=== mux16_scan_ctrl ===
Fig. 1: mux16_scan_ctrl, register map, names as in the netlist
The bar under the picture is 20 um long.
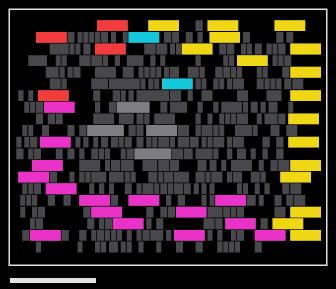

--- src/rtl/mux16_scan_ctrl.sv ---
// mux16_scan_ctrl
//   Sequences the select of a downstream 16:1 mux over the enabled channels
//   in ascending order and captures the mux output for each channel.
//   Optional feature macro: MUX_SCAN_DWELL_EN adds the dwell port. Each
//   channel then settles for dwell+1 cycles. Without the macro, each channel
//   takes one cycle.
//
// Ports
//   clk       in   single clock, rising edge
//   rst       in   synchronous, active-high reset
//   start     in   scan request, sampled in IDLE only
//   ch_mask   in   [15:0] channel enables, latched at the start edge
//   dwell     in   [3:0] extra settle cycles per channel (MUX_SCAN_DWELL_EN only)
//   y_in      in   downstream mux output
//   sel       out  [3:0] registered mux select
//   busy      out  high while channels are being scanned
//   done      out  one-cycle pulse at scan completion
//   data_out  out  [15:0] captured samples, bit n taken while sel==n
//
// state  | meaning
// -------+--------------------------------------------------------------
// IDLE   | waiting for start; sel and data_out hold their last values
// SETTLE | sel driven to one channel; count runs down, sample taken at 0
// DONE   | single-cycle completion pulse, then back to IDLE

module mux16_scan_ctrl (
   input  logic        clk,
   input  logic        rst,
   input  logic        start,
   input  logic [15:0] ch_mask,
`ifdef MUX_SCAN_DWELL_EN
   input  logic [3:0]  dwell,
`endif
   input  logic        y_in,
   output logic [3:0]  sel,
   output logic        busy,
   output logic        done,
   output logic [15:0] data_out
);

   typedef enum logic [1:0] {
      S_IDLE   = 2'd0,
      S_SETTLE = 2'd1,
      S_DONE   = 2'd2
   } state_t;

   state_t      state_q, state_d;
   logic [3:0]  sel_q, sel_d;
   logic [3:0]  count_q, count_d;
   logic [15:0] mask_q, mask_d;
   logic [15:0] data_q, data_d;

   logic [3:0]  dwell_start;
   logic [3:0]  dwell_held;
   logic [3:0]  first_idx;
   logic [3:0]  nxt_idx;
   logic        has_nxt;

`ifdef MUX_SCAN_DWELL_EN
   logic [3:0]  dwell_q, dwell_d;

   always_ff @(posedge clk) begin
      if (rst) dwell_q <= 4'd0;
      else     dwell_q <= dwell_d;
   end

   always_comb begin
      dwell_d = dwell_q;
      if ((state_q == S_IDLE) && start) dwell_d = dwell;
   end

   assign dwell_start = dwell;
   assign dwell_held  = dwell_q;
`else
   assign dwell_start = 4'd0;
   assign dwell_held  = 4'd0;
`endif

   // State register
   always_ff @(posedge clk) begin
      if (rst) begin
         state_q <= S_IDLE;
         sel_q   <= 4'd0;
         count_q <= 4'd0;
         mask_q  <= 16'd0;
         data_q  <= 16'd0;
      end else begin
         state_q <= state_d;
         sel_q   <= sel_d;
         count_q <= count_d;
         mask_q  <= mask_d;
         data_q  <= data_d;
      end
   end

   // Priority search: downward loops leave the lowest qualifying index.
   always_comb begin
      first_idx = 4'd0;
      for (int i = 15; i >= 0; i--) begin
         if (ch_mask[i]) first_idx = i[3:0];
      end
      nxt_idx = 4'd0;
      has_nxt = 1'b0;
      for (int i = 15; i >= 0; i--) begin
         if (mask_q[i] && (i > int'(sel_q))) begin
            nxt_idx = i[3:0];
            has_nxt = 1'b1;
         end
      end
   end

   // Next-state and datapath
   always_comb begin
      state_d = state_q;
      sel_d   = sel_q;
      count_d = count_q;
      mask_d  = mask_q;
      data_d  = data_q;
      case (state_q)
         S_IDLE: begin
            if (start) begin
               mask_d = ch_mask;
               data_d = 16'd0;
               if (ch_mask != 16'd0) begin
                  sel_d   = first_idx;
                  count_d = dwell_start;
                  state_d = S_SETTLE;
               end else begin
                  state_d = S_DONE;
               end
            end
         end
         S_SETTLE: begin
            if (count_q != 4'd0) begin
               count_d = count_q - 4'd1;
            end else begin
               data_d[sel_q] = y_in;
               if (has_nxt) begin
                  sel_d   = nxt_idx;
                  count_d = dwell_held;
               end else begin
                  state_d = S_DONE;
               end
            end
         end
         S_DONE:  state_d = S_IDLE;
         default: state_d = S_IDLE;
      endcase
   end

   // Outputs
   always_comb begin
      busy = (state_q == S_SETTLE);
      done = (state_q == S_DONE);
   end

   assign sel      = sel_q;
   assign data_out = data_q;

endmodule

--- config.mk ---
export PLATFORM = sky130hd
export DESIGN_NAME = mux16_scan_ctrl
export DESIGN_NICKNAME = d
export VERILOG_FILES = /design/src/rtl/mux16_scan_ctrl.sv
export SDC_FILE = /design/constraint.sdc
export NUM_CORES = 1
export LEC_CHECK = 0
export ABC_AREA = 1
export CORE_ASPECT_RATIO = 0.8
export CORE_UTILIZATION = 55
export DETAILED_ROUTE_END_ITERATION = 6
export DONT_BUFFER_PORTS = 1
export PLACE_DENSITY_LB_ADDON = 0.1
export SETUP_SLACK_MARGIN = 0.1
export SYNTH_ARGS = -nofsm -noshare
export SYNTH_HDL_FRONTEND = slang
export SYNTH_SLANG_ARGS = --single-unit
--- constraint.sdc ---
create_clock -name clk -period 2.4 [get_ports clk]
set_clock_uncertainty 0.2 [all_clocks]
set_input_delay 0.72 -clock clk [delete_from_list [all_inputs] [get_ports clk]]
set_output_delay 0.72 -clock clk [all_outputs]
set_load 0.005 [all_outputs]
=== comparator_threshold_loader ===
$ cat config.mk
export PLATFORM = sky130hd
export DESIGN_NAME = comparator_threshold_loader
export DESIGN_NICKNAME = d
export VERILOG_FILES = /design/src/rtl/comparator_threshold_loader_pkg.sv /design/src/rtl/comparator_threshold_loader_sat_shift.sv /design/src/rtl/comparator_threshold_loader.sv
export SDC_FILE = /design/constraint.sdc
export NUM_CORES = 1
export LEC_CHECK = 0
export CAP_MARGIN = 20
export CORE_MARGIN = 8
export CORE_UTILIZATION = 25
export DETAILED_ROUTE_END_ITERATION = 7
export GPL_TIMING_DRIVEN = 1
export SLEW_MARGIN = 20
export SYNTH_ARGS = -nofsm -noshare
export SYNTH_HDL_FRONTEND = slang
export SYNTH_SLANG_ARGS = --single-unit
$ cat constraint.sdc
create_clock -name clk -period 2.95 [get_ports clk]
set_input_delay 0.295 -clock clk [delete_from_list [all_inputs] [get_ports clk]]
set_output_delay 0.295 -clock clk [all_outputs]
set_load 0.01 [all_outputs]
$ cat src/rtl/comparator_threshold_loader_pkg.sv
// Shared types and constants for the comparator threshold-table loader.
package comparator_threshold_loader_pkg;

   typedef enum logic [1:0] {
      IDLE = 2'd0,
      LOAD = 2'd1,
      DONE = 2'd2
   } state_e;

   localparam int unsigned VECTOR_WIDTH_DEF = 920;
   localparam int unsigned CNT_WIDTH_DEF    = $clog2(VECTOR_WIDTH_DEF);
   localparam int unsigned MUL_WIDTH_DEF    = 16;
   localparam int unsigned FRAC_BITS_DEF    = 8;

   localparam int unsigned RESULT_MAX = (2 ** (CNT_WIDTH_DEF + 1)) - 1;
   localparam int unsigned ACC_WIDTH  = CNT_WIDTH_DEF + MUL_WIDTH_DEF;

endpackage

$ cat src/rtl/comparator_threshold_loader_sat_shift.sv
// Drops the fractional bits of an accumulator value and clamps the integer part
// to the result RAM word width.
module threshold_sat_shift
   import comparator_threshold_loader_pkg::*;
#(
   parameter int unsigned ACC_W     = ACC_WIDTH,
   parameter int unsigned FRAC_BITS = FRAC_BITS_DEF,
   parameter int unsigned OUT_W     = CNT_WIDTH_DEF + 1
) (
   input  logic [ACC_W-1:0] acc,
   output logic [OUT_W-1:0] result
);

   localparam logic [ACC_W-1:0] OUT_MAX = {{(ACC_W - OUT_W){1'b0}}, {OUT_W{1'b1}}};

   logic [ACC_W-1:0] shifted;

   always_comb begin
      shifted = acc >> FRAC_BITS;
      if (shifted > OUT_MAX) begin
         result = '1;
      end else begin
         result = shifted[OUT_W-1:0];
      end
   end

endmodule

$ cat src/rtl/comparator_threshold_loader.sv
// Fills the comparator threshold RAM with floor(c*K) for c = 0..VECTOR_WIDTH and
// shares the RAM port with the similarity datapath.
module comparator_threshold_loader
   import comparator_threshold_loader_pkg::*;
#(
   parameter int unsigned VECTOR_WIDTH = VECTOR_WIDTH_DEF,
   parameter int unsigned CNT_WIDTH    = $clog2(VECTOR_WIDTH),
   parameter int unsigned MUL_WIDTH    = MUL_WIDTH_DEF,
   parameter int unsigned FRAC_BITS    = FRAC_BITS_DEF
) (
   input  logic                 clk,
   input  logic                 rstn,
   input  logic                 i_Start,
   input  logic [MUL_WIDTH-1:0] i_ThreshMul,
   input  logic                 i_DataEn,
   output logic                 o_Busy,
   output logic                 o_Done,
   output logic [CNT_WIDTH-1:0] o_BRAM_Addr,
   output logic [CNT_WIDTH:0]   o_BRAM_Din,
   output logic                 o_BRAM_En,
   output logic                 o_BRAM_WrEn
);

   localparam int unsigned          ACC_W    = CNT_WIDTH + MUL_WIDTH;
   localparam logic [CNT_WIDTH-1:0] LAST_IDX = CNT_WIDTH'(VECTOR_WIDTH);

   state_e               state_q, state_d;
   logic [MUL_WIDTH-1:0] r_Mul;
   logic [CNT_WIDTH-1:0] r_Idx;
   logic [ACC_W-1:0]     r_Acc;
   logic [CNT_WIDTH:0]   sat_val;
   logic                 last_write;

   assign last_write = (state_q == LOAD) && (r_Idx == LAST_IDX);

   threshold_sat_shift #(
      .ACC_W     (ACC_W),
      .FRAC_BITS (FRAC_BITS),
      .OUT_W     (CNT_WIDTH + 1)
   ) u_sat_shift (
      .acc    (r_Acc),
      .result (sat_val)
   );

   always_comb begin
      state_d = state_q;
      unique case (state_q)
         IDLE:    if (i_Start) state_d = LOAD;
         LOAD:    if (last_write) state_d = DONE;
         DONE:    state_d = IDLE;
         default: state_d = IDLE;
      endcase
   end

   always_ff @(posedge clk or negedge rstn) begin
      if (!rstn) begin
         state_q <= IDLE;
         r_Mul   <= '0;
         r_Idx   <= '0;
         r_Acc   <= '0;
      end else begin
         state_q <= state_d;
         if (state_q == IDLE && i_Start) begin
            r_Mul <= i_ThreshMul;
            r_Idx <= '0;
            r_Acc <= '0;
         end else if (state_q == LOAD && !last_write) begin
            r_Idx <= r_Idx + 1'b1;
            r_Acc <= r_Acc + ACC_W'(r_Mul);
         end
      end
   end

   // Address/data stay on the last written entry once idle; the comparator
   // ignores them whenever WrEn is low.
   always_comb begin
      o_Busy      = (state_q == LOAD);
      o_Done      = (state_q == DONE);
      o_BRAM_WrEn = (state_q == LOAD);
      o_BRAM_En   = (state_q == LOAD) | i_DataEn;
      o_BRAM_Addr = r_Idx;
      o_BRAM_Din  = sat_val;
   end

endmodule

Fig. 2: mux16_scan_ctrl, the clock network
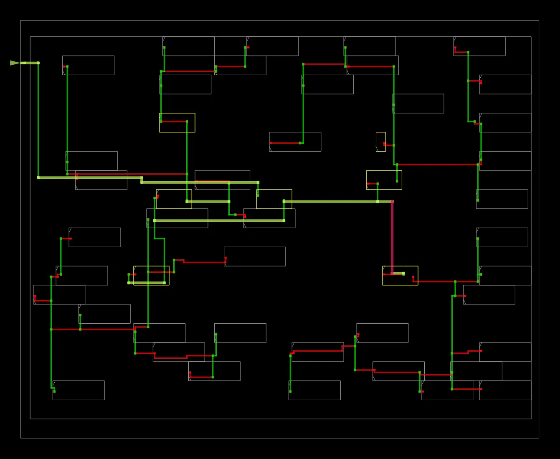
Clock Latency Late Sink: 0.29 ns
CTS Buf Count: 5
# clock sinks: 41
Flops: 41
# clk buffers: 7

Fig. 3: mux16_scan_ctrl, routed clock nets over the placement
The bar under the picture is 20 um long.
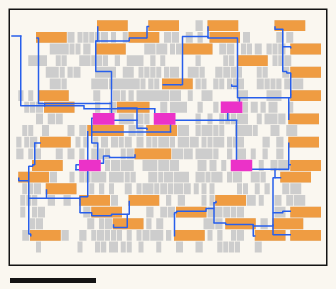
legend:
  orange:
    item: flip-flops
    count: 41
  magenta:
    item: clock-net drivers
    count: 5
  blue:
    item: clock wires
    length: 493 um
flops lie: spread over the die
routed clock nets: 6
Power Clock: 455 uW
clock power share: 0.225

About Fig. 1:
legend:
  cyan:
    netlist_name: `state_q`
    flops: 2
  yellow:
    netlist_name: `data_out`
    flops: 16
  magenta:
    netlist_name: `mask_q`
    flops: 15
  red:
    netlist_name: `count_q`
    flops: 4
    where: upper left
sequential cell area: 830 sq um
final core occ: 0.661
sequential power: 827 uW

==> impl_metrics.json, mux16_scan_ctrl <==
{
  "initialDrtViolationCount": 144,
  "ys_sh_adder": 0.0110,
  "final_antenna_net_count": 0,
  "yosys_warnings": 0,
  "log.warning_count": 28,
  "path_depth": 14,
  "worstSetupStartpointType": "register",
  "status": "completed",
  "top_power_group": "registers",
  "io_pins": 42,
  "tightestPinTransition_ns": 0.491,
  "num_antenna_cells": 0,
  "switching_share": 0.376,
  "worstPathArrival_ns": 2.17,
  "ir_worst_vdd_mv": 0.492,
  "buffer_area_frac": 0.0556,
  "inv_count": 47,
  "track_usage": 0.269,
  "fmax_ghz": 0.458,
  "power_leakage_nw": 1.19,
  "slew_viol_final": 0,
  "hold_viol": 0,
  "met1_usage": 0.383,
  "grt-ovfl-total": 0,
  "synthDominantCellAreaShare": 0.362,
  "die_x_um": 73.8,
  "viasPerCell": 5.30,
  "power.switching_uw": 759,
  "postCtsHoldBufs": 0,
  "internal_power_mw": 1.26,
  "drcViolationCount": 0
}
==> mux16_scan_ctrl: stage by stage <==
stage                     hold slack (ns)  total power [mW]  std cells  instance area (sq um)  setup slack, ns
final                               0.263              2.02        414                   2560            0.215
after global routing                0.276              2.17        414                   2560           0.0624
after CTS                           0.264              1.97        411                   2510            0.109
after detailed placement            0.253              1.52        404                   2420          -0.0338
after global placement              0.254              1.51        404                   2420           0.0472
after floorplan                     0.237              1.33        342                   2270            0.197
Fig. 4: comparator_threshold_loader, the clock network
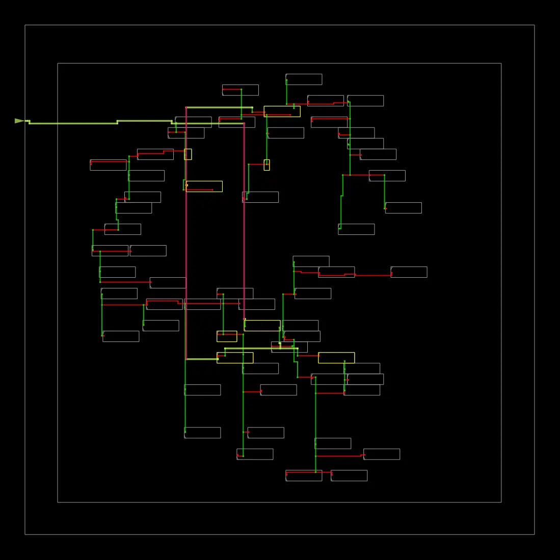
# clock sinks: 54
Power Clock: 601 uW
worst-case clock skew: 0.00613 ns
# clk buffers: 7
CTS Buf Count: 5

==> impl_metrics.json, comparator_threshold_loader <==
{
  "synthCells": 369,
  "p_seq_uw": 740,
  "crit_end": "o_BRAM_Din[6]",
  "relSlewSlack": 0.523,
  "drcViolationCount": 0,
  "dp_worst_setup_slack_ns": 0.482,
  "synth_cell_types": 46,
  "grt_busiest_layer": "met2",
  "htree_levels": 2,
  "powerDensity_mw_per_mm2": 344,
  "top_power_group": "registers",
  "hold_viol": 0,
  "clkPwrFrac": 0.435,
  "fmax_ghz": 0.389,
  "die_x_um": 129,
  "r2r-start": "r_Mul[0]",
  "design_area_sq_mm": 0.00402,
  "place_inst": 576,
  "status": "completed",
  "power.switching_uw": 282,
  "synthTopLogicFamily": "simple AND/OR/NAND/NOR gates",
  "first_pass_iters": 4,
  "final_util": 0.320,
  "async_flop_share": 1.00,
  "grt-ovfl-total": 0,
  "gp_congestion": 0.815,
  "final_common_cell": "nand2_1",
  "core_sq_mm": 0.0126,
  "slew_viol_final": 0,
  "grt_pass1_wl_um": 12900,
  "tightestPinTransition_ns": 0.715,
  "cts_tree": "built",
  "synth-seq-cells": 54,
  "synth_top_cell_by_area": "dfrtp_1",
  "cp-startpoint": "r_Acc[21]",
  "postRouteWirelength_um": 7770
}
## comparator_threshold_loader: cell type report
cell class | instances | area (sq um)
Multi-Input combinational cell | 290 | 1780
Timing Repair Buffer | 50 | 480
Inverter | 10 | 37.5
Clock inverter | 1 | 5.00
Sequential cell | 54 | 1350
Clock buffer | 7 | 143
Tap cell | 172 | 215
Fill cell | 1338 | 8550
## comparator_threshold_loader: flip-flops by register name (all words and copies together), names as in the netlist
| register | count |
|---|---|
| r_Mul | 16 |
| r_Acc | 26 |
| state_q | 2 |
| o_BRAM_Addr | 10 |

==> notes/layouts.md <==
Pictures saved along the way, in no particular order.

Zoomed window.
image #1
Region (40, 0) to (70, 30) um. Cells in grey, sequential cells in the stronger grey; small squares are vias.
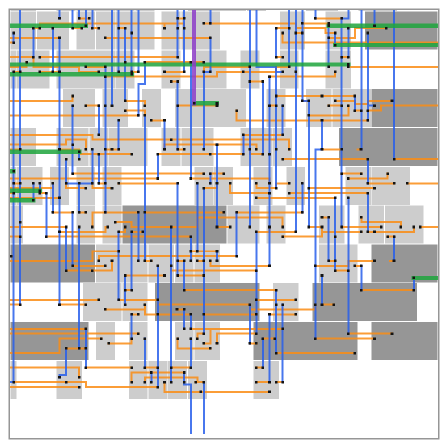
image #2
Region (82, 17) to (112, 47) um. Cells in grey, sequential cells in the stronger grey; small squares are vias.
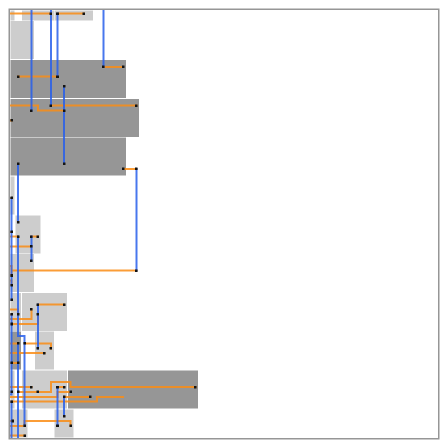
- image #1 = mux16_scan_ctrl
- image #2 = comparator_threshold_loader


=== div_sequencer_flat ===
`config.mk`:
```
export PLATFORM = sky130hd
export DESIGN_NAME = div_sequencer_flat
export DESIGN_NICKNAME = d
export VERILOG_FILES = /design/src/rtl/div_if.sv /design/src/rtl/div_sequencer.sv /design/src/flat_wrapper.sv
export SDC_FILE = /design/constraint.sdc
export NUM_CORES = 1
export LEC_CHECK = 0
export CORE_ASPECT_RATIO = 1.25
export CORE_MARGIN = 2
export CORE_UTILIZATION = 30
export CTS_CLUSTER_SIZE = 24
export DETAILED_ROUTE_END_ITERATION = 8
export PLACE_DENSITY = 0.56
export SLEW_MARGIN = 20
export SYNTH_ARGS = -nofsm -noshare
export SYNTH_HDL_FRONTEND = slang
export SYNTH_SLANG_ARGS = --single-unit
```
`constraint.sdc`:
```
create_clock -name clk -period 1.8 [get_ports clk]
set_input_delay 0.18 -clock clk [delete_from_list [all_inputs] [get_ports clk]]
set_output_delay 0.18 -clock clk [all_outputs]
set_load 0.03 [all_outputs]
```
`src/rtl/div_if.sv`:
```
// Handshake, result and external-subtractor signals of the sequenced divider.
interface div_if #(
   parameter int unsigned WIDTH = 32
);
   logic             start;
   logic [WIDTH-1:0] dividend;
   logic [WIDTH-1:0] divisor;
   logic             busy;
   logic             done;
   logic             div_zero;
   logic [WIDTH-1:0] quotient;
   logic [WIDTH-1:0] remainder;
   logic [WIDTH-1:0] sub_a;
   logic [WIDTH-1:0] sub_b;
   logic [WIDTH:0]   sub_r;

   // Requester side, which also hosts the shared subtractor.
   modport master (
      output start, dividend, divisor, sub_r,
      input  busy, done, div_zero, quotient, remainder, sub_a, sub_b
   );

   // Divider sequencer side.
   modport slave (
      input  start, dividend, divisor, sub_r,
      output busy, done, div_zero, quotient, remainder, sub_a, sub_b
   );
endinterface

```
`src/rtl/div_sequencer.sv`:
```
// Restoring unsigned divider sequencer: one quotient bit per clock using an
// external shared WIDTH-bit subtractor.
module div_sequencer #(
   parameter int unsigned WIDTH = 32
) (
   input logic  clk,
   input logic  rst_n,
   div_if.slave bus
);
   localparam int unsigned CW = $clog2(WIDTH);
   localparam logic [CW-1:0] CNT_LAST = CW'(WIDTH - 1);

   typedef enum logic [1:0] {S_IDLE, S_RUN, S_DONE} state_t;

   state_t           state_q, state_d;
   logic [WIDTH-1:0] rem_q, rem_d;
   logic [WIDTH-1:0] quo_q, quo_d;
   logic [WIDTH-1:0] div_q, div_d;
   logic [CW-1:0]    cnt_q, cnt_d;
   logic             busy_q, busy_d;
   logic             done_q, done_d;
   logic             div_zero_q, div_zero_d;
   logic [WIDTH-1:0] quotient_q, quotient_d;
   logic [WIDTH-1:0] remainder_q, remainder_d;

   logic [WIDTH:0]   shifted_c;
   logic             ge_c;
   logic [WIDTH-1:0] iter_rem_c;
   logic [WIDTH-1:0] iter_quo_c;
   logic [WIDTH-1:0] sub_a_c;
   logic [WIDTH-1:0] sub_b_c;

   // One restoring step; a set bit shifted out of rem always means rem >= divisor.
   always_comb begin
      shifted_c  = {rem_q, quo_q[WIDTH-1]};
      ge_c       = shifted_c[WIDTH] | bus.sub_r[WIDTH];
      iter_rem_c = ge_c ? bus.sub_r[WIDTH-1:0] : shifted_c[WIDTH-1:0];
      iter_quo_c = {quo_q[WIDTH-2:0], ge_c};
      sub_a_c    = '0;
      sub_b_c    = '0;
      if (state_q == S_RUN) begin
         sub_a_c = shifted_c[WIDTH-1:0];
         sub_b_c = div_q;
      end
   end

   // Next-state and registered-output logic.
   always_comb begin
      state_d     = state_q;
      rem_d       = rem_q;
      quo_d       = quo_q;
      div_d       = div_q;
      cnt_d       = cnt_q;
      div_zero_d  = div_zero_q;
      quotient_d  = quotient_q;
      remainder_d = remainder_q;

      case (state_q)
         S_IDLE, S_DONE: begin
            if (state_q == S_DONE) begin
               state_d = S_IDLE;
            end
            if (bus.start) begin
               if (bus.divisor != '0) begin
                  rem_d      = '0;
                  quo_d      = bus.dividend;
                  div_d      = bus.divisor;
                  cnt_d      = '0;
                  div_zero_d = 1'b0;
                  state_d    = S_RUN;
               end else begin
                  quotient_d  = '1;
                  remainder_d = bus.dividend;
                  div_zero_d  = 1'b1;
                  state_d     = S_DONE;
               end
            end
         end
         S_RUN: begin
            rem_d = iter_rem_c;
            quo_d = iter_quo_c;
            cnt_d = cnt_q + CW'(1);
            if (cnt_q == CNT_LAST) begin
               cnt_d       = cnt_q;
               quotient_d  = iter_quo_c;
               remainder_d = iter_rem_c;
               state_d     = S_DONE;
            end
         end
         default: state_d = S_IDLE;
      endcase

      busy_d = (state_d == S_RUN);
      done_d = (state_d == S_DONE);
   end

   // State and result registers.
   always_ff @(posedge clk or negedge rst_n) begin
      if (!rst_n) begin
         state_q     <= S_IDLE;
         rem_q       <= '0;
         quo_q       <= '0;
         div_q       <= '0;
         cnt_q       <= '0;
         busy_q      <= 1'b0;
         done_q      <= 1'b0;
         div_zero_q  <= 1'b0;
         quotient_q  <= '0;
         remainder_q <= '0;
      end else begin
         state_q     <= state_d;
         rem_q       <= rem_d;
         quo_q       <= quo_d;
         div_q       <= div_d;
         cnt_q       <= cnt_d;
         busy_q      <= busy_d;
         done_q      <= done_d;
         div_zero_q  <= div_zero_d;
         quotient_q  <= quotient_d;
         remainder_q <= remainder_d;
      end
   end

   assign bus.busy      = busy_q;
   assign bus.done      = done_q;
   assign bus.div_zero  = div_zero_q;
   assign bus.quotient  = quotient_q;
   assign bus.remainder = remainder_q;
   assign bus.sub_a     = sub_a_c;
   assign bus.sub_b     = sub_b_c;
endmodule

```
`src/flat_wrapper.sv`:
```
// flat-port wrapper written by rule: the top's interface ports become plain ports
module div_sequencer_flat 
#(
   parameter int unsigned WIDTH = 32
)
  (clk, rst_n, bus_start, bus_dividend, bus_divisor, bus_sub_r, bus_busy, bus_done, bus_div_zero, bus_quotient, bus_remainder, bus_sub_a, bus_sub_b);
  div_if #(.WIDTH(WIDTH)) bus_i ();
  input logic clk;
  input logic rst_n;
  input wire logic [$bits(bus_i.start)-1:0] bus_start;
  input wire logic [$bits(bus_i.dividend)-1:0] bus_dividend;
  input wire logic [$bits(bus_i.divisor)-1:0] bus_divisor;
  input wire logic [$bits(bus_i.sub_r)-1:0] bus_sub_r;
  output wire logic [$bits(bus_i.busy)-1:0] bus_busy;
  output wire logic [$bits(bus_i.done)-1:0] bus_done;
  output wire logic [$bits(bus_i.div_zero)-1:0] bus_div_zero;
  output wire logic [$bits(bus_i.quotient)-1:0] bus_quotient;
  output wire logic [$bits(bus_i.remainder)-1:0] bus_remainder;
  output wire logic [$bits(bus_i.sub_a)-1:0] bus_sub_a;
  output wire logic [$bits(bus_i.sub_b)-1:0] bus_sub_b;
  assign bus_i.start = bus_start;
  assign bus_i.dividend = bus_dividend;
  assign bus_i.divisor = bus_divisor;
  assign bus_i.sub_r = bus_sub_r;
  assign bus_busy = bus_i.busy;
  assign bus_done = bus_i.done;
  assign bus_div_zero = bus_i.div_zero;
  assign bus_quotient = bus_i.quotient;
  assign bus_remainder = bus_i.remainder;
  assign bus_sub_a = bus_i.sub_a;
  assign bus_sub_b = bus_i.sub_b;
  div_sequencer #(.WIDTH(WIDTH)) u_core (.clk(clk), .rst_n(rst_n), .bus(bus_i));
endmodule
```
=== mem_port_arbiter ===
**src/rtl/mem_port_arbiter.sv**
```systemverilog
// Shares one single-ported memory between instruction fetch and data access.
// Data wins contention up to MaxDataBurst grants; stuck accesses time out.
module mem_port_arbiter #(
  parameter int unsigned AddrWidth     = 32,
  parameter int unsigned DataWidth     = 32,
  parameter int unsigned MaxDataBurst  = 4,
  parameter int unsigned TimeoutCycles = 64
) (
  input  logic                 clk,
  input  logic                 reset,
  input  logic                 if_req,
  input  logic [AddrWidth-1:0] if_addr,
  output logic [DataWidth-1:0] if_rdata,
  output logic                 if_done,
  input  logic                 dm_req,
  input  logic                 dm_we,
  input  logic [1:0]           dm_size,
  input  logic [AddrWidth-1:0] dm_addr,
  input  logic [DataWidth-1:0] dm_wdata,
  output logic [DataWidth-1:0] dm_rdata,
  output logic                 dm_done,
  output logic                 mem_req,
  output logic                 mem_we,
  output logic [1:0]           mem_size,
  output logic [AddrWidth-1:0] mem_addr,
  output logic [DataWidth-1:0] mem_wdata,
  input  logic [DataWidth-1:0] mem_rdata,
  input  logic                 mem_ack,
  output logic                 stall,
  output logic                 timeout_err
);
  localparam int unsigned BurstW = $clog2(MaxDataBurst + 1);
  localparam int unsigned TimerW = $clog2(TimeoutCycles + 1);
  localparam logic [1:0]  SizeWord = 2'b11;

  typedef enum logic [2:0] {
    IDLE   = 3'd0,
    BUSY_I = 3'd1,
    BUSY_D = 3'd2,
    DONE_I = 3'd3,
    DONE_D = 3'd4
  } state_t;

  state_t               state, state_nxt;
  logic [BurstW-1:0]    burst_cnt, burst_nxt;
  logic [TimerW-1:0]    timer, timer_nxt;
  logic                 mem_req_nxt, mem_we_nxt, if_done_nxt, dm_done_nxt, timeout_nxt;
  logic [1:0]           mem_size_nxt;
  logic [AddrWidth-1:0] mem_addr_nxt;
  logic [DataWidth-1:0] mem_wdata_nxt, if_rdata_nxt, dm_rdata_nxt;
  logic                 burst_full, grant_d, grant_i, busy, expired;

  // Arbitration: fetch only overrides a data request once the burst limit is hit.
  assign burst_full = (burst_cnt == BurstW'(MaxDataBurst));
  assign grant_d    = (state == IDLE) && dm_req && !(if_req && burst_full);
  assign grant_i    = (state == IDLE) && if_req && !grant_d;
  assign busy       = (state == BUSY_I) || (state == BUSY_D);
  assign expired    = busy && !mem_ack && (timer == TimerW'(TimeoutCycles - 1));

  assign stall = (if_req & ~if_done) | (dm_req & ~dm_done);

  always_ff @(posedge clk) begin
    if (!reset) state <= IDLE;
    else        state <= state_nxt;
  end

  always_comb begin
    state_nxt = state;
    case (state)
      IDLE: begin
        if (grant_d)      state_nxt = BUSY_D;
        else if (grant_i) state_nxt = BUSY_I;
      end
      BUSY_I:  if (mem_ack || expired) state_nxt = DONE_I;
      BUSY_D:  if (mem_ack || expired) state_nxt = DONE_D;
      DONE_I:  state_nxt = IDLE;
      DONE_D:  state_nxt = IDLE;
      default: state_nxt = IDLE;
    endcase
  end

  // Next values of every registered output and counter.
  always_comb begin
    mem_req_nxt   = mem_req;
    mem_we_nxt    = mem_we;
    mem_size_nxt  = mem_size;
    mem_addr_nxt  = mem_addr;
    mem_wdata_nxt = mem_wdata;
    if_rdata_nxt  = if_rdata;
    dm_rdata_nxt  = dm_rdata;
    if_done_nxt   = 1'b0;
    dm_done_nxt   = 1'b0;
    timeout_nxt   = timeout_err;
    burst_nxt     = burst_cnt;
    timer_nxt     = timer;
    if (grant_d) begin
      mem_req_nxt   = 1'b1;
      mem_we_nxt    = dm_we;
      mem_size_nxt  = dm_size;
      mem_addr_nxt  = dm_addr;
      mem_wdata_nxt = dm_wdata;
      timer_nxt     = '0;
      burst_nxt     = if_req ? (burst_full ? burst_cnt : burst_cnt + BurstW'(1)) : '0;
    end else if (grant_i) begin
      mem_req_nxt  = 1'b1;
      mem_we_nxt   = 1'b0;
      mem_size_nxt = SizeWord;
      mem_addr_nxt = if_addr;
      timer_nxt    = '0;
      burst_nxt    = '0;
    end else if (busy) begin
      if (mem_ack) begin
        mem_req_nxt = 1'b0;
        if (state == BUSY_I) begin
          if_rdata_nxt = mem_rdata;
          if_done_nxt  = 1'b1;
        end else begin
          dm_rdata_nxt = mem_rdata;
          dm_done_nxt  = 1'b1;
        end
      end else if (expired) begin
        mem_req_nxt = 1'b0;
        timeout_nxt = 1'b1;
        if (state == BUSY_I) begin
          if_rdata_nxt = '0;
          if_done_nxt  = 1'b1;
        end else begin
          dm_rdata_nxt = '0;
          dm_done_nxt  = 1'b1;
        end
      end else begin
        timer_nxt = timer + TimerW'(1);
      end
    end
  end

  always_ff @(posedge clk) begin
    if (!reset) begin
      mem_req     <= 1'b0;
      mem_we      <= 1'b0;
      mem_size    <= '0;
      mem_addr    <= '0;
      mem_wdata   <= '0;
      if_rdata    <= '0;
      dm_rdata    <= '0;
      if_done     <= 1'b0;
      dm_done     <= 1'b0;
      timeout_err <= 1'b0;
      burst_cnt   <= '0;
      timer       <= '0;
    end else begin
      mem_req     <= mem_req_nxt;
      mem_we      <= mem_we_nxt;
      mem_size    <= mem_size_nxt;
      mem_addr    <= mem_addr_nxt;
      mem_wdata   <= mem_wdata_nxt;
      if_rdata    <= if_rdata_nxt;
      dm_rdata    <= dm_rdata_nxt;
      if_done     <= if_done_nxt;
      dm_done     <= dm_done_nxt;
      timeout_err <= timeout_nxt;
      burst_cnt   <= burst_nxt;
      timer       <= timer_nxt;
    end
  end

endmodule
```
**config.mk**
```make
export PLATFORM = sky130hd
export DESIGN_NAME = mem_port_arbiter
export DESIGN_NICKNAME = d
export VERILOG_FILES = /design/src/rtl/mem_port_arbiter.sv
export SDC_FILE = /design/constraint.sdc
export NUM_CORES = 1
export LEC_CHECK = 0
export ABC_AREA = 1
export CAP_MARGIN = 15
export CORE_MARGIN = 1
export CORE_UTILIZATION = 35
export DETAILED_ROUTE_END_ITERATION = 10
export MAX_ROUTING_LAYER = met4
export PLACE_DENSITY_LB_ADDON = 0.2
export SLEW_MARGIN = 0
export SYNTH_ARGS = -nofsm -noshare
export SYNTH_HDL_FRONTEND = slang
export SYNTH_SLANG_ARGS = --single-unit
```
**constraint.sdc**
```tcl
create_clock -name clk -period 1.8 [get_ports clk]
set_clock_uncertainty 0.2 [all_clocks]
set_input_delay 0.36 -clock clk [delete_from_list [all_inputs] [get_ports clk]]
set_output_delay 0.36 -clock clk [all_outputs]
set_load 0.03 [all_outputs]
```
=== palette_fade_ctrl ===
File: src/rtl/palette_fade_ctrl.sv
// palette_fade_ctrl
//   Sequences a level-to-level palette change:
//   fade out -> swap palette bank -> hold black -> fade in.
//   It also scales the palette ROM colour by the current brightness, with one
//   register stage.
//
//   Brightness steps once every FRAMES_PER_STEP vsync pulses. After the bank
//   swap it stays black for HOLD_FRAMES vsync pulses.
//
//   Optional feature: define PALETTE_FADE_ABORT_EN to add the 'abort' input.
//   Abort turns a fade-out, or the black hold, straight into a fade-in.
//
// Ports
//   Clk, Reset_n                  pixel clock, async active-low reset
//   vsync_pulse                   one-cycle start-of-frame strobe
//   req_valid/req_level/req_ready level-change request handshake
//   abort                         (PALETTE_FADE_ABORT_EN only) cut a fade short
//   red_in/green_in/blue_in       palette ROM colour (4b each)
//   red_out/green_out/blue_out    brightness-scaled colour, registered
//   level_sel                     palette bank select
//   fade_level                    current brightness 0..15
//   busy                          transition in progress
//   done                          one-cycle pulse when a request completes
`timescale 1ns/1ps

module palette_fade_ctrl #(
    parameter int LEVEL_W         = 2,
    parameter int FRAMES_PER_STEP = 2,
    parameter int HOLD_FRAMES     = 4
) (
    input  logic               Clk,
    input  logic               Reset_n,
    input  logic               vsync_pulse,
    input  logic               req_valid,
    input  logic [LEVEL_W-1:0] req_level,
    output logic               req_ready,
`ifdef PALETTE_FADE_ABORT_EN
    input  logic               abort,
`endif
    input  logic [3:0]         red_in,
    input  logic [3:0]         green_in,
    input  logic [3:0]         blue_in,
    output logic [3:0]         red_out,
    output logic [3:0]         green_out,
    output logic [3:0]         blue_out,
    output logic [LEVEL_W-1:0] level_sel,
    output logic [3:0]         fade_level,
    output logic               busy,
    output logic               done
);

    // A single counter is used for the step cadence and for the black hold.
    localparam int CNT_MAX = (FRAMES_PER_STEP > HOLD_FRAMES) ? FRAMES_PER_STEP : HOLD_FRAMES;
    localparam int CNT_W   = (CNT_MAX > 1) ? $clog2(CNT_MAX + 1) : 1;
    localparam logic [CNT_W-1:0] STEP_LAST = CNT_W'(FRAMES_PER_STEP - 1);
    localparam logic [CNT_W-1:0] HOLD_LAST = CNT_W'(HOLD_FRAMES - 1);

    typedef enum logic [1:0] {
        S_IDLE,
        S_FADE_OUT,
        S_HOLD,
        S_FADE_IN
    } state_t;

    state_t             state, next_state;
    logic [CNT_W-1:0]   frame_cnt, next_frame_cnt;
    logic [3:0]         next_fade_level;
    logic [LEVEL_W-1:0] next_level_sel;
    logic [LEVEL_W-1:0] target_level, next_target_level;
    logic               next_done;
    logic               abort_now;

`ifdef PALETTE_FADE_ABORT_EN
    assign abort_now = abort;
`else
    assign abort_now = 1'b0;
`endif

    // Computes c*f/15 using only shifts: p = c*f, out = (p + p/16 + 8) / 16.
    // f=15 returns c unchanged, and f=0 returns 0.
    function automatic logic [3:0] scale_channel(input logic [3:0] c, input logic [3:0] f);
        logic [7:0] p;
        p = {4'b0, c} * {4'b0, f};
        return 4'((p + {4'b0, p[7:4]} + 8'd8) >> 4);
    endfunction

    assign busy      = (state != S_IDLE);
    assign req_ready = (state == S_IDLE);

    always_ff @(posedge Clk or negedge Reset_n) begin
        if (!Reset_n) begin
            state        <= S_IDLE;
            frame_cnt    <= '0;
            fade_level   <= 4'd15;
            level_sel    <= '0;
            target_level <= '0;
            done         <= 1'b0;
        end else begin
            state        <= next_state;
            frame_cnt    <= next_frame_cnt;
            fade_level   <= next_fade_level;
            level_sel    <= next_level_sel;
            target_level <= next_target_level;
            done         <= next_done;
        end
    end

    always_comb begin
        next_state        = state;
        next_frame_cnt    = frame_cnt;
        next_fade_level   = fade_level;
        next_level_sel    = level_sel;
        next_target_level = target_level;
        next_done         = 1'b0;

        unique case (state)
            S_IDLE: begin
                // A vsync in the accept cycle is not counted, because the counter starts at 0.
                if (req_valid) begin
                    next_target_level = req_level;
                    if (req_level == level_sel) begin
                        next_done = 1'b1;
                    end else begin
                        next_state     = S_FADE_OUT;
                        next_frame_cnt = '0;
                    end
                end
            end

            S_FADE_OUT: begin
                if (abort_now) begin
                    next_state     = S_FADE_IN;
                    next_frame_cnt = '0;
                end else if (vsync_pulse) begin
                    if (frame_cnt == STEP_LAST) begin
                        next_frame_cnt = '0;
                        if (fade_level != 4'd0) begin
                            next_fade_level = fade_level - 4'd1;
                        end
                        // The bank swaps on the same edge that reaches black,
                        // so the new palette is never shown at a non-zero brightness.
                        if (fade_level <= 4'd1) begin
                            next_state     = S_HOLD;
                            next_level_sel = target_level;
                        end
                    end else begin
                        next_frame_cnt = frame_cnt + 1'b1;
                    end
                end
            end

            S_HOLD: begin
                if (abort_now) begin
                    next_state     = S_FADE_IN;
                    next_frame_cnt = '0;
                end else if (vsync_pulse) begin
                    if (frame_cnt == HOLD_LAST) begin
                        next_state     = S_FADE_IN;
                        next_frame_cnt = '0;
                    end else begin
                        next_frame_cnt = frame_cnt + 1'b1;
                    end
                end
            end

            S_FADE_IN: begin
                // Already at full brightness happens only after an early abort.
                if (fade_level == 4'd15) begin
                    next_state = S_IDLE;
                    next_done  = 1'b1;
                end else if (vsync_pulse) begin
                    if (frame_cnt == STEP_LAST) begin
                        next_frame_cnt  = '0;
                        next_fade_level = fade_level + 4'd1;
                        if (fade_level == 4'd14) begin
                            next_state = S_IDLE;
                            next_done  = 1'b1;
                        end
                    end else begin
                        next_frame_cnt = frame_cnt + 1'b1;
                    end
                end
            end

            default: begin
                next_state = S_IDLE;
            end
        endcase
    end

    // ---- colour stage: ROM colour -> scaled output register ----
    always_ff @(posedge Clk or negedge Reset_n) begin
        if (!Reset_n) begin
            red_out   <= 4'd0;
            green_out <= 4'd0;
            blue_out  <= 4'd0;
        end else begin
            red_out   <= scale_channel(red_in, fade_level);
            green_out <= scale_channel(green_in, fade_level);
            blue_out  <= scale_channel(blue_in, fade_level);
        end
    end

endmodule

File: config.mk
export PLATFORM = sky130hd
export DESIGN_NAME = palette_fade_ctrl
export DESIGN_NICKNAME = d
export VERILOG_FILES = /design/src/rtl/palette_fade_ctrl.sv
export SDC_FILE = /design/constraint.sdc
export NUM_CORES = 1
export LEC_CHECK = 0
export ABC_AREA = 0
export CAP_MARGIN = 20
export CORE_MARGIN = 2
export CORE_UTILIZATION = 40
export DETAILED_ROUTE_END_ITERATION = 10
export SYNTH_ARGS = -nofsm -noshare
export SYNTH_HDL_FRONTEND = slang
export SYNTH_SLANG_ARGS = --single-unit
File: constraint.sdc
create_clock -name Clk -period 6.1 [get_ports Clk]
set_clock_uncertainty 0.05 [all_clocks]
set_input_delay 1.22 -clock Clk [delete_from_list [all_inputs] [get_ports Clk]]
set_output_delay 1.22 -clock Clk [all_outputs]
set_load 0.02 [all_outputs]
Fig. 5: mem_port_arbiter, register map, names as in the netlist
The bar under the picture is 50 um long.
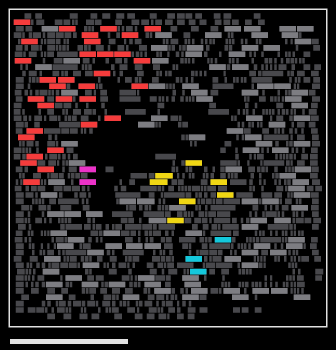
legend:
  cyan:
    netlist_name: `state`
    flops: 3
  magenta:
    netlist_name: `mem_size`
    flops: 2
  yellow:
    netlist_name: `timer`
    flops: 7
    where: centre
  red:
    netlist_name: `mem_wdata`
    flops: 32
not coloured: 104
sequential power: 4.39 mW
sequential cell area: 0.00297 sq mm
flop share of the area: 0.294
final core occ: 0.586

Fig. 6: mem_port_arbiter, routed clock nets over the placement
The bar under the picture is 50 um long.
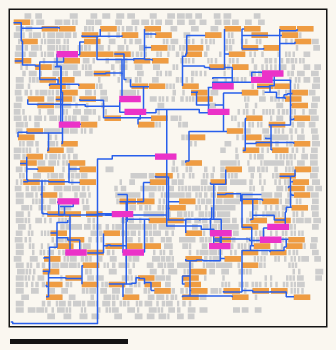
legend:
  blue:
    item: clock wires
    length: 1,980 um
  orange:
    item: flip-flops
    count: 148
  magenta:
    item: clock-net drivers
    count: 17
flops lie: spread over the die
routed clock nets: 18
clock power share: 0.273
Power Clock: 3.86 mW
Clock Latency Late Sink: 0.42 ns

==> impl_metrics.json, mem_port_arbiter <==
{
  "status": "completed",
  "portBuffers": 271,
  "first_pass_iters": 4,
  "worstSetupStartpointType": "register",
  "r2r-start": "burst_cnt[1]",
  "numCtsBuffers": 17,
  "post_cts_buffers": 2,
  "fin_crit_sh": 0.977,
  "dp_worst_setup_slack_ns": -0.283,
  "synthCells": 902,
  "met1_usage": 0.245,
  "grt_pass1_wl_um": 30300,
  "final_antenna_net_count": 0,
  "logic_area_sq_mm": 0.00280,
  "worst-path-max-fanout": 2,
  "maxCapViolations": 0,
  "mux_share": 0,
  "yosys_cells": 902,
  "crit_chain": "dlygate4sd2_1",
  "worstPathArrival_ns": 1.20,
  "cp_num_buf_inv": 1,
  "ys_top_cells_by_count": "nor2_1, nand2_1, dfxtp_1",
  "r2r_setup_slack_ns": 0.09,
  "log.warning_count": 28,
  "async_flop_share": 0,
  "core_sq_mm": 0.0172,
  "hpwl_um": 13700,
  "slew_viol_final": 0,
  "io_pins": 272,
  "vias": 6516,
  "ys_seq_frac": 0.483,
  "num_antenna_cells": 0,
  "area_growth_pct": 64.5,
  "setup_viol_count_final": 0,
  "pwr-share-seq": 0.311,
  "grt_max_degree": 60,
  "n_fill_cell": 1682,
  "synth-seq-cells": 148,
  "grt_busiest_layer": "met2",
  "tightestPinTransition_ns": 0.553,
  "hold_end": "mem_addr[14]",
  "switching_share": 0.387,
  "initialDrtViolationCount": 225,
  "synthMostInstantiatedCell": "nor2_1",
  "grtUsageMet3": 0.0756,
  "design_area_sq_mm": 0.0101,
  "combPwrFrac": 0.416,
  "rsz0062_at_grt": "true"
}
[mem_port_arbiter: layer usage]
metal / routed length, um / vias up / part of all wire
met2: 9370 / 215 / 0.48
met1: 8160 / 2913 / 0.42
met5: 0 / - / 0
met3: 1670 / 19 / 0.086
met4: 257 / 0 / 0.013
li1: - / 3369 / -
[mem_port_arbiter: cell type report]
| cell class | count | area share |
|---|---|---|
| clock buffer | 21 | 0.0466 |
| clock inverter | 11 | 0.0171 |
| inverter | 73 | 0.0275 |
| multi-input combinational | 632 | 0.278 |
| sequential | 148 | 0.294 |
| tap | 225 | 0.0279 |
| timing repair buffer | 319 | 0.309 |
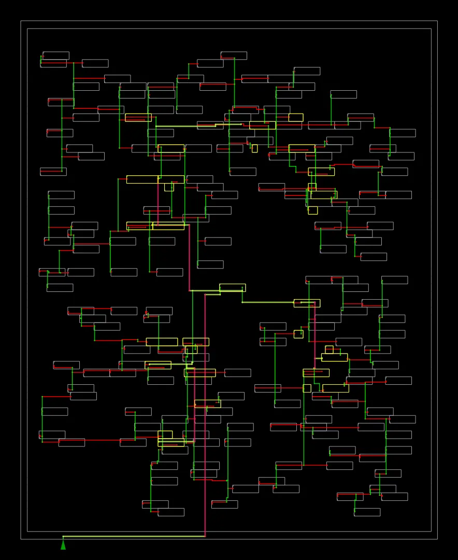
Fig. 7. The clock network (div_sequencer_flat).
# clk buffers: 19
Clock Latency Late Sink: 0.42 ns
CTS Buf Count: 17
Flops: 170

Fig. 8: div_sequencer_flat, signal wires on met2
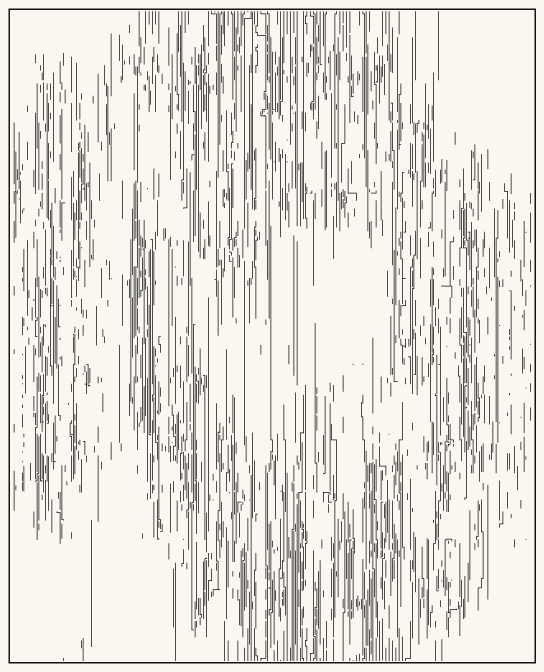
main direction: vertical
nets with wire on the layer: 951
via count: 6,619
detailed-route wire length: 24,800 um
met2 usage in global routing: 0.320

==> impl_metrics.json, div_sequencer_flat <==
{
  "status": "complete, but fails checks",
  "violations": "setup timing",
  "synth-edff-count": 0,
  "reg2reg_depth": 9,
  "setup_viol_count_final": 73,
  "power_leakage_nw": 5.33,
  "r2r_setup_slack_ns": -0.13,
  "tightestPinTransition_ns": 0.525,
  "pwr-share-seq": 0.285,
  "ir_worst_vdd_mv": 1.04,
  "worst-path-max-fanout": 7,
  "dieArea_sq_mm": 0.0267,
  "cp-startpoint": "u_core.cnt_q[1]",
  "hp-start": "bus_divisor[10]",
  "fp_util": 0.304,
  "design_area_sq_mm": 0.0121,
  "final_antenna_net_count": 0,
  "slowest_delay_ns": 0.38,
  "drive_gt1_frac": 0.256,
  "synth-xor-area-share": 0.00115,
  "track_usage": 0.185,
  "cts_resized": 126,
  "area_growth_pct": 58.1,
  "ys_seq_frac": 0.558,
  "synth_nets": 860,
  "fin_ws_ns": -0.130,
  "mux_share": 0.0905,
  "yosys_warnings": 0,
  "wl_per_cell_um": 17.9,
  "postCtsHoldBufs": 2,
  "final_common_cell": "dfrtp_1"
}
## div_sequencer_flat: power groups by stage
stage / registers (mW) / clock network [mW] / logic [mW]
after global routing: 7.23 / 4.26 / 14.4
after CTS: 6.95 / 4.12 / 13.1
after detailed placement: 6.98 / 0 / 11.8
after global placement: 6.94 / 0 / 11.7
after floorplan: 8.10 / 0 / 5.67
final: 6.98 / 4.01 / 13.5
## div_sequencer_flat: cell type report
cell class	count	area (sq um)
Sequential cell	170	4250
Tap cell	335	419
Clock buffer	19	453
Clock inverter	12	185
Fill cell	2361	13100
Multi-Input combinational cell	527	3400
Timing Repair Buffer	318	3350
Fig. 9: palette_fade_ctrl, routed clock nets over the placement
The bar under the picture is 20 um long.
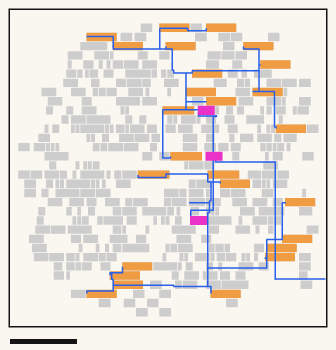
legend:
  blue:
    item: clock wires
    length: 451 um
  magenta:
    item: clock-net drivers
    count: 3
  orange:
    item: flip-flops
    count: 26
routed clock nets: 4
Power Clock: 120 uW
clock power share: 0.059

==> impl_metrics.json, palette_fade_ctrl <==
{
  "status": "completed",
  "wl_met1_um": 2830,
  "min_period_ns": 5.58,
  "final_util": 0.483,
  "portBuffers": 38,
  "wl_per_cell_um": 12.4,
  "clock_buffers": 4,
  "ys_dominant_reg_cell": "dfrtp_1",
  "dominant_cells": "logic gates",
  "htree_levels": 1,
  "tightestPinTransition_ns": 0.417,
  "whs_ns": 0.467,
  "initialDrtViolationCount": 56,
  "viasPerCell": 4.94,
  "fin_total_pwr_mw": 2.05,
  "place_inst": 464,
  "hpwl_um": 4680,
  "postCtsHoldBufs": 0,
  "slowest_delay_ns": 0.57,
  "top_layer": "met4",
  "mux_share": 0.0311,
  "maxCapViolations": 0,
  "crit_end": "blue_out[3]",
  "cp_num_buf_inv": 3,
  "hp-start": "target_level[0]",
  "rsz0062_at_grt": "false",
  "cts.path.max_buffers": 2,
  "hold_viol": 0,
  "synthAoiAreaFrac": 0.112,
  "worstReg2RegEnd": "blue_out[3]",
  "layout.cells.most_common_list": "ha_1, inv_1, clkdlybuf4s50_1",
  "taps": 102,
  "fmax_ghz": 0.179,
  "logic_area_sq_mm": 0.00236,
  "first_pass_iters": 4,
  "sh_comb_area": 0.628,
  "synthTopLogicFamily": "adder cells",
  "path_depth": 18,
  "area_growth_pct": 16.6,
  "clk_pin_slew_ns": 0.10,
  "core_sq_mm": 0.00777,
  "synth-edff-count": 0,
  "dp_worst_setup_slack_ns": 0.217,
  "fin_cells": 468,
  "hold_depth": 1,
  "die_x_um": 93.7,
  "synth_nets": 428,
  "yosys.area_share.simple": 0.164,
  "io_pins": 39,
  "grt_busiest_layer": "met2",
  "clk_share": 0.0147,
  "hold_end": "level_sel[0]",
  "flop_area_sq_um": 656,
  "cpLargestDelayFamily": "adder cells",
  "grt_use_met2": 0.252,
  "synth-xor-area-share": 0.0860,
  "fp_util": 0.414,
  "synth_cell_types": 50,
  "ys_top_cells_by_count": "ha_1, inv_1, and2_1",
  "worstPathArrival_ns": 5.70,
  "yosys_cells": 330,
  "synthCells": 330,
  "cp.required_ns": 6.22,
  "slew_viol_final": 0,
  "numCtsBuffers": 3
}
## palette_fade_ctrl: flip-flops by register name, indices dropped and copies added, names as in the netlist
name,cells
red_out,4
fade_level,4
target_level,2
level_sel,2
done,1
blue_out,4
state,2
frame_cnt,3
green_out,4
## palette_fade_ctrl: where the power goes
part | switching (mW) | internal, mW | total, mW
Clock | 0.0618 | 0.0580 | 0.120
Sequential | 0.0994 | 0.269 | 0.368
Combinational | 0.826 | 0.732 | 1.56


## Gallery

Sizing map.
picture 1
The bar under the picture is 50 um long.
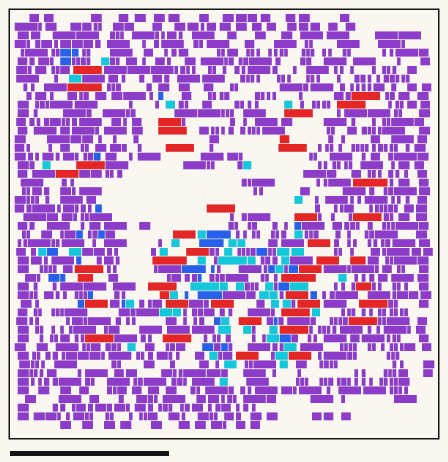
picture 2
The bar under the picture is 50 um long.
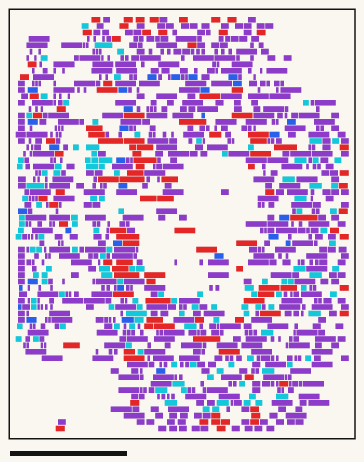
picture 3
The bar under the picture is 20 um long.
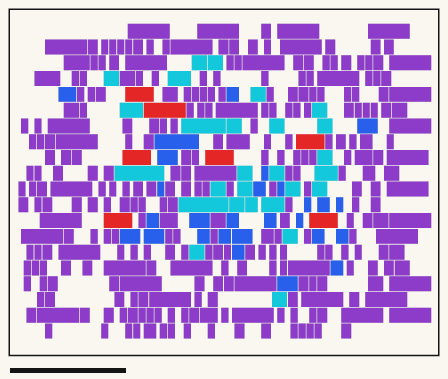
picture 4
The bar under the picture is 50 um long.
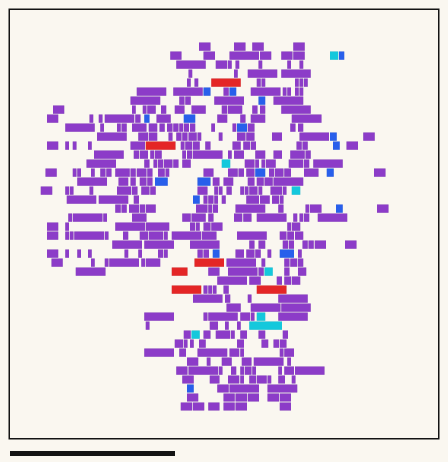
picture 5
The bar under the picture is 20 um long.
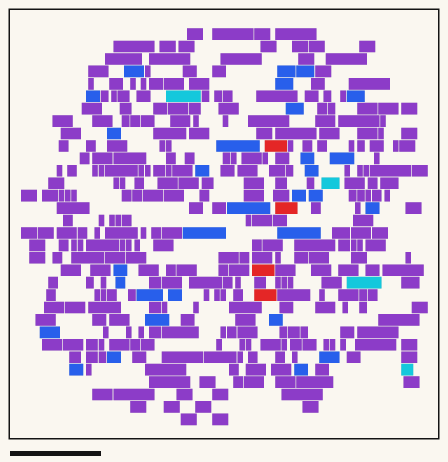
picture 2 -> div_sequencer_flat
picture 4 -> comparator_threshold_loader
picture 3 -> mux16_scan_ctrl
picture 5 -> palette_fade_ctrl
picture 1 -> mem_port_arbiter

Power is estimated from default activity; no workload was simulated.
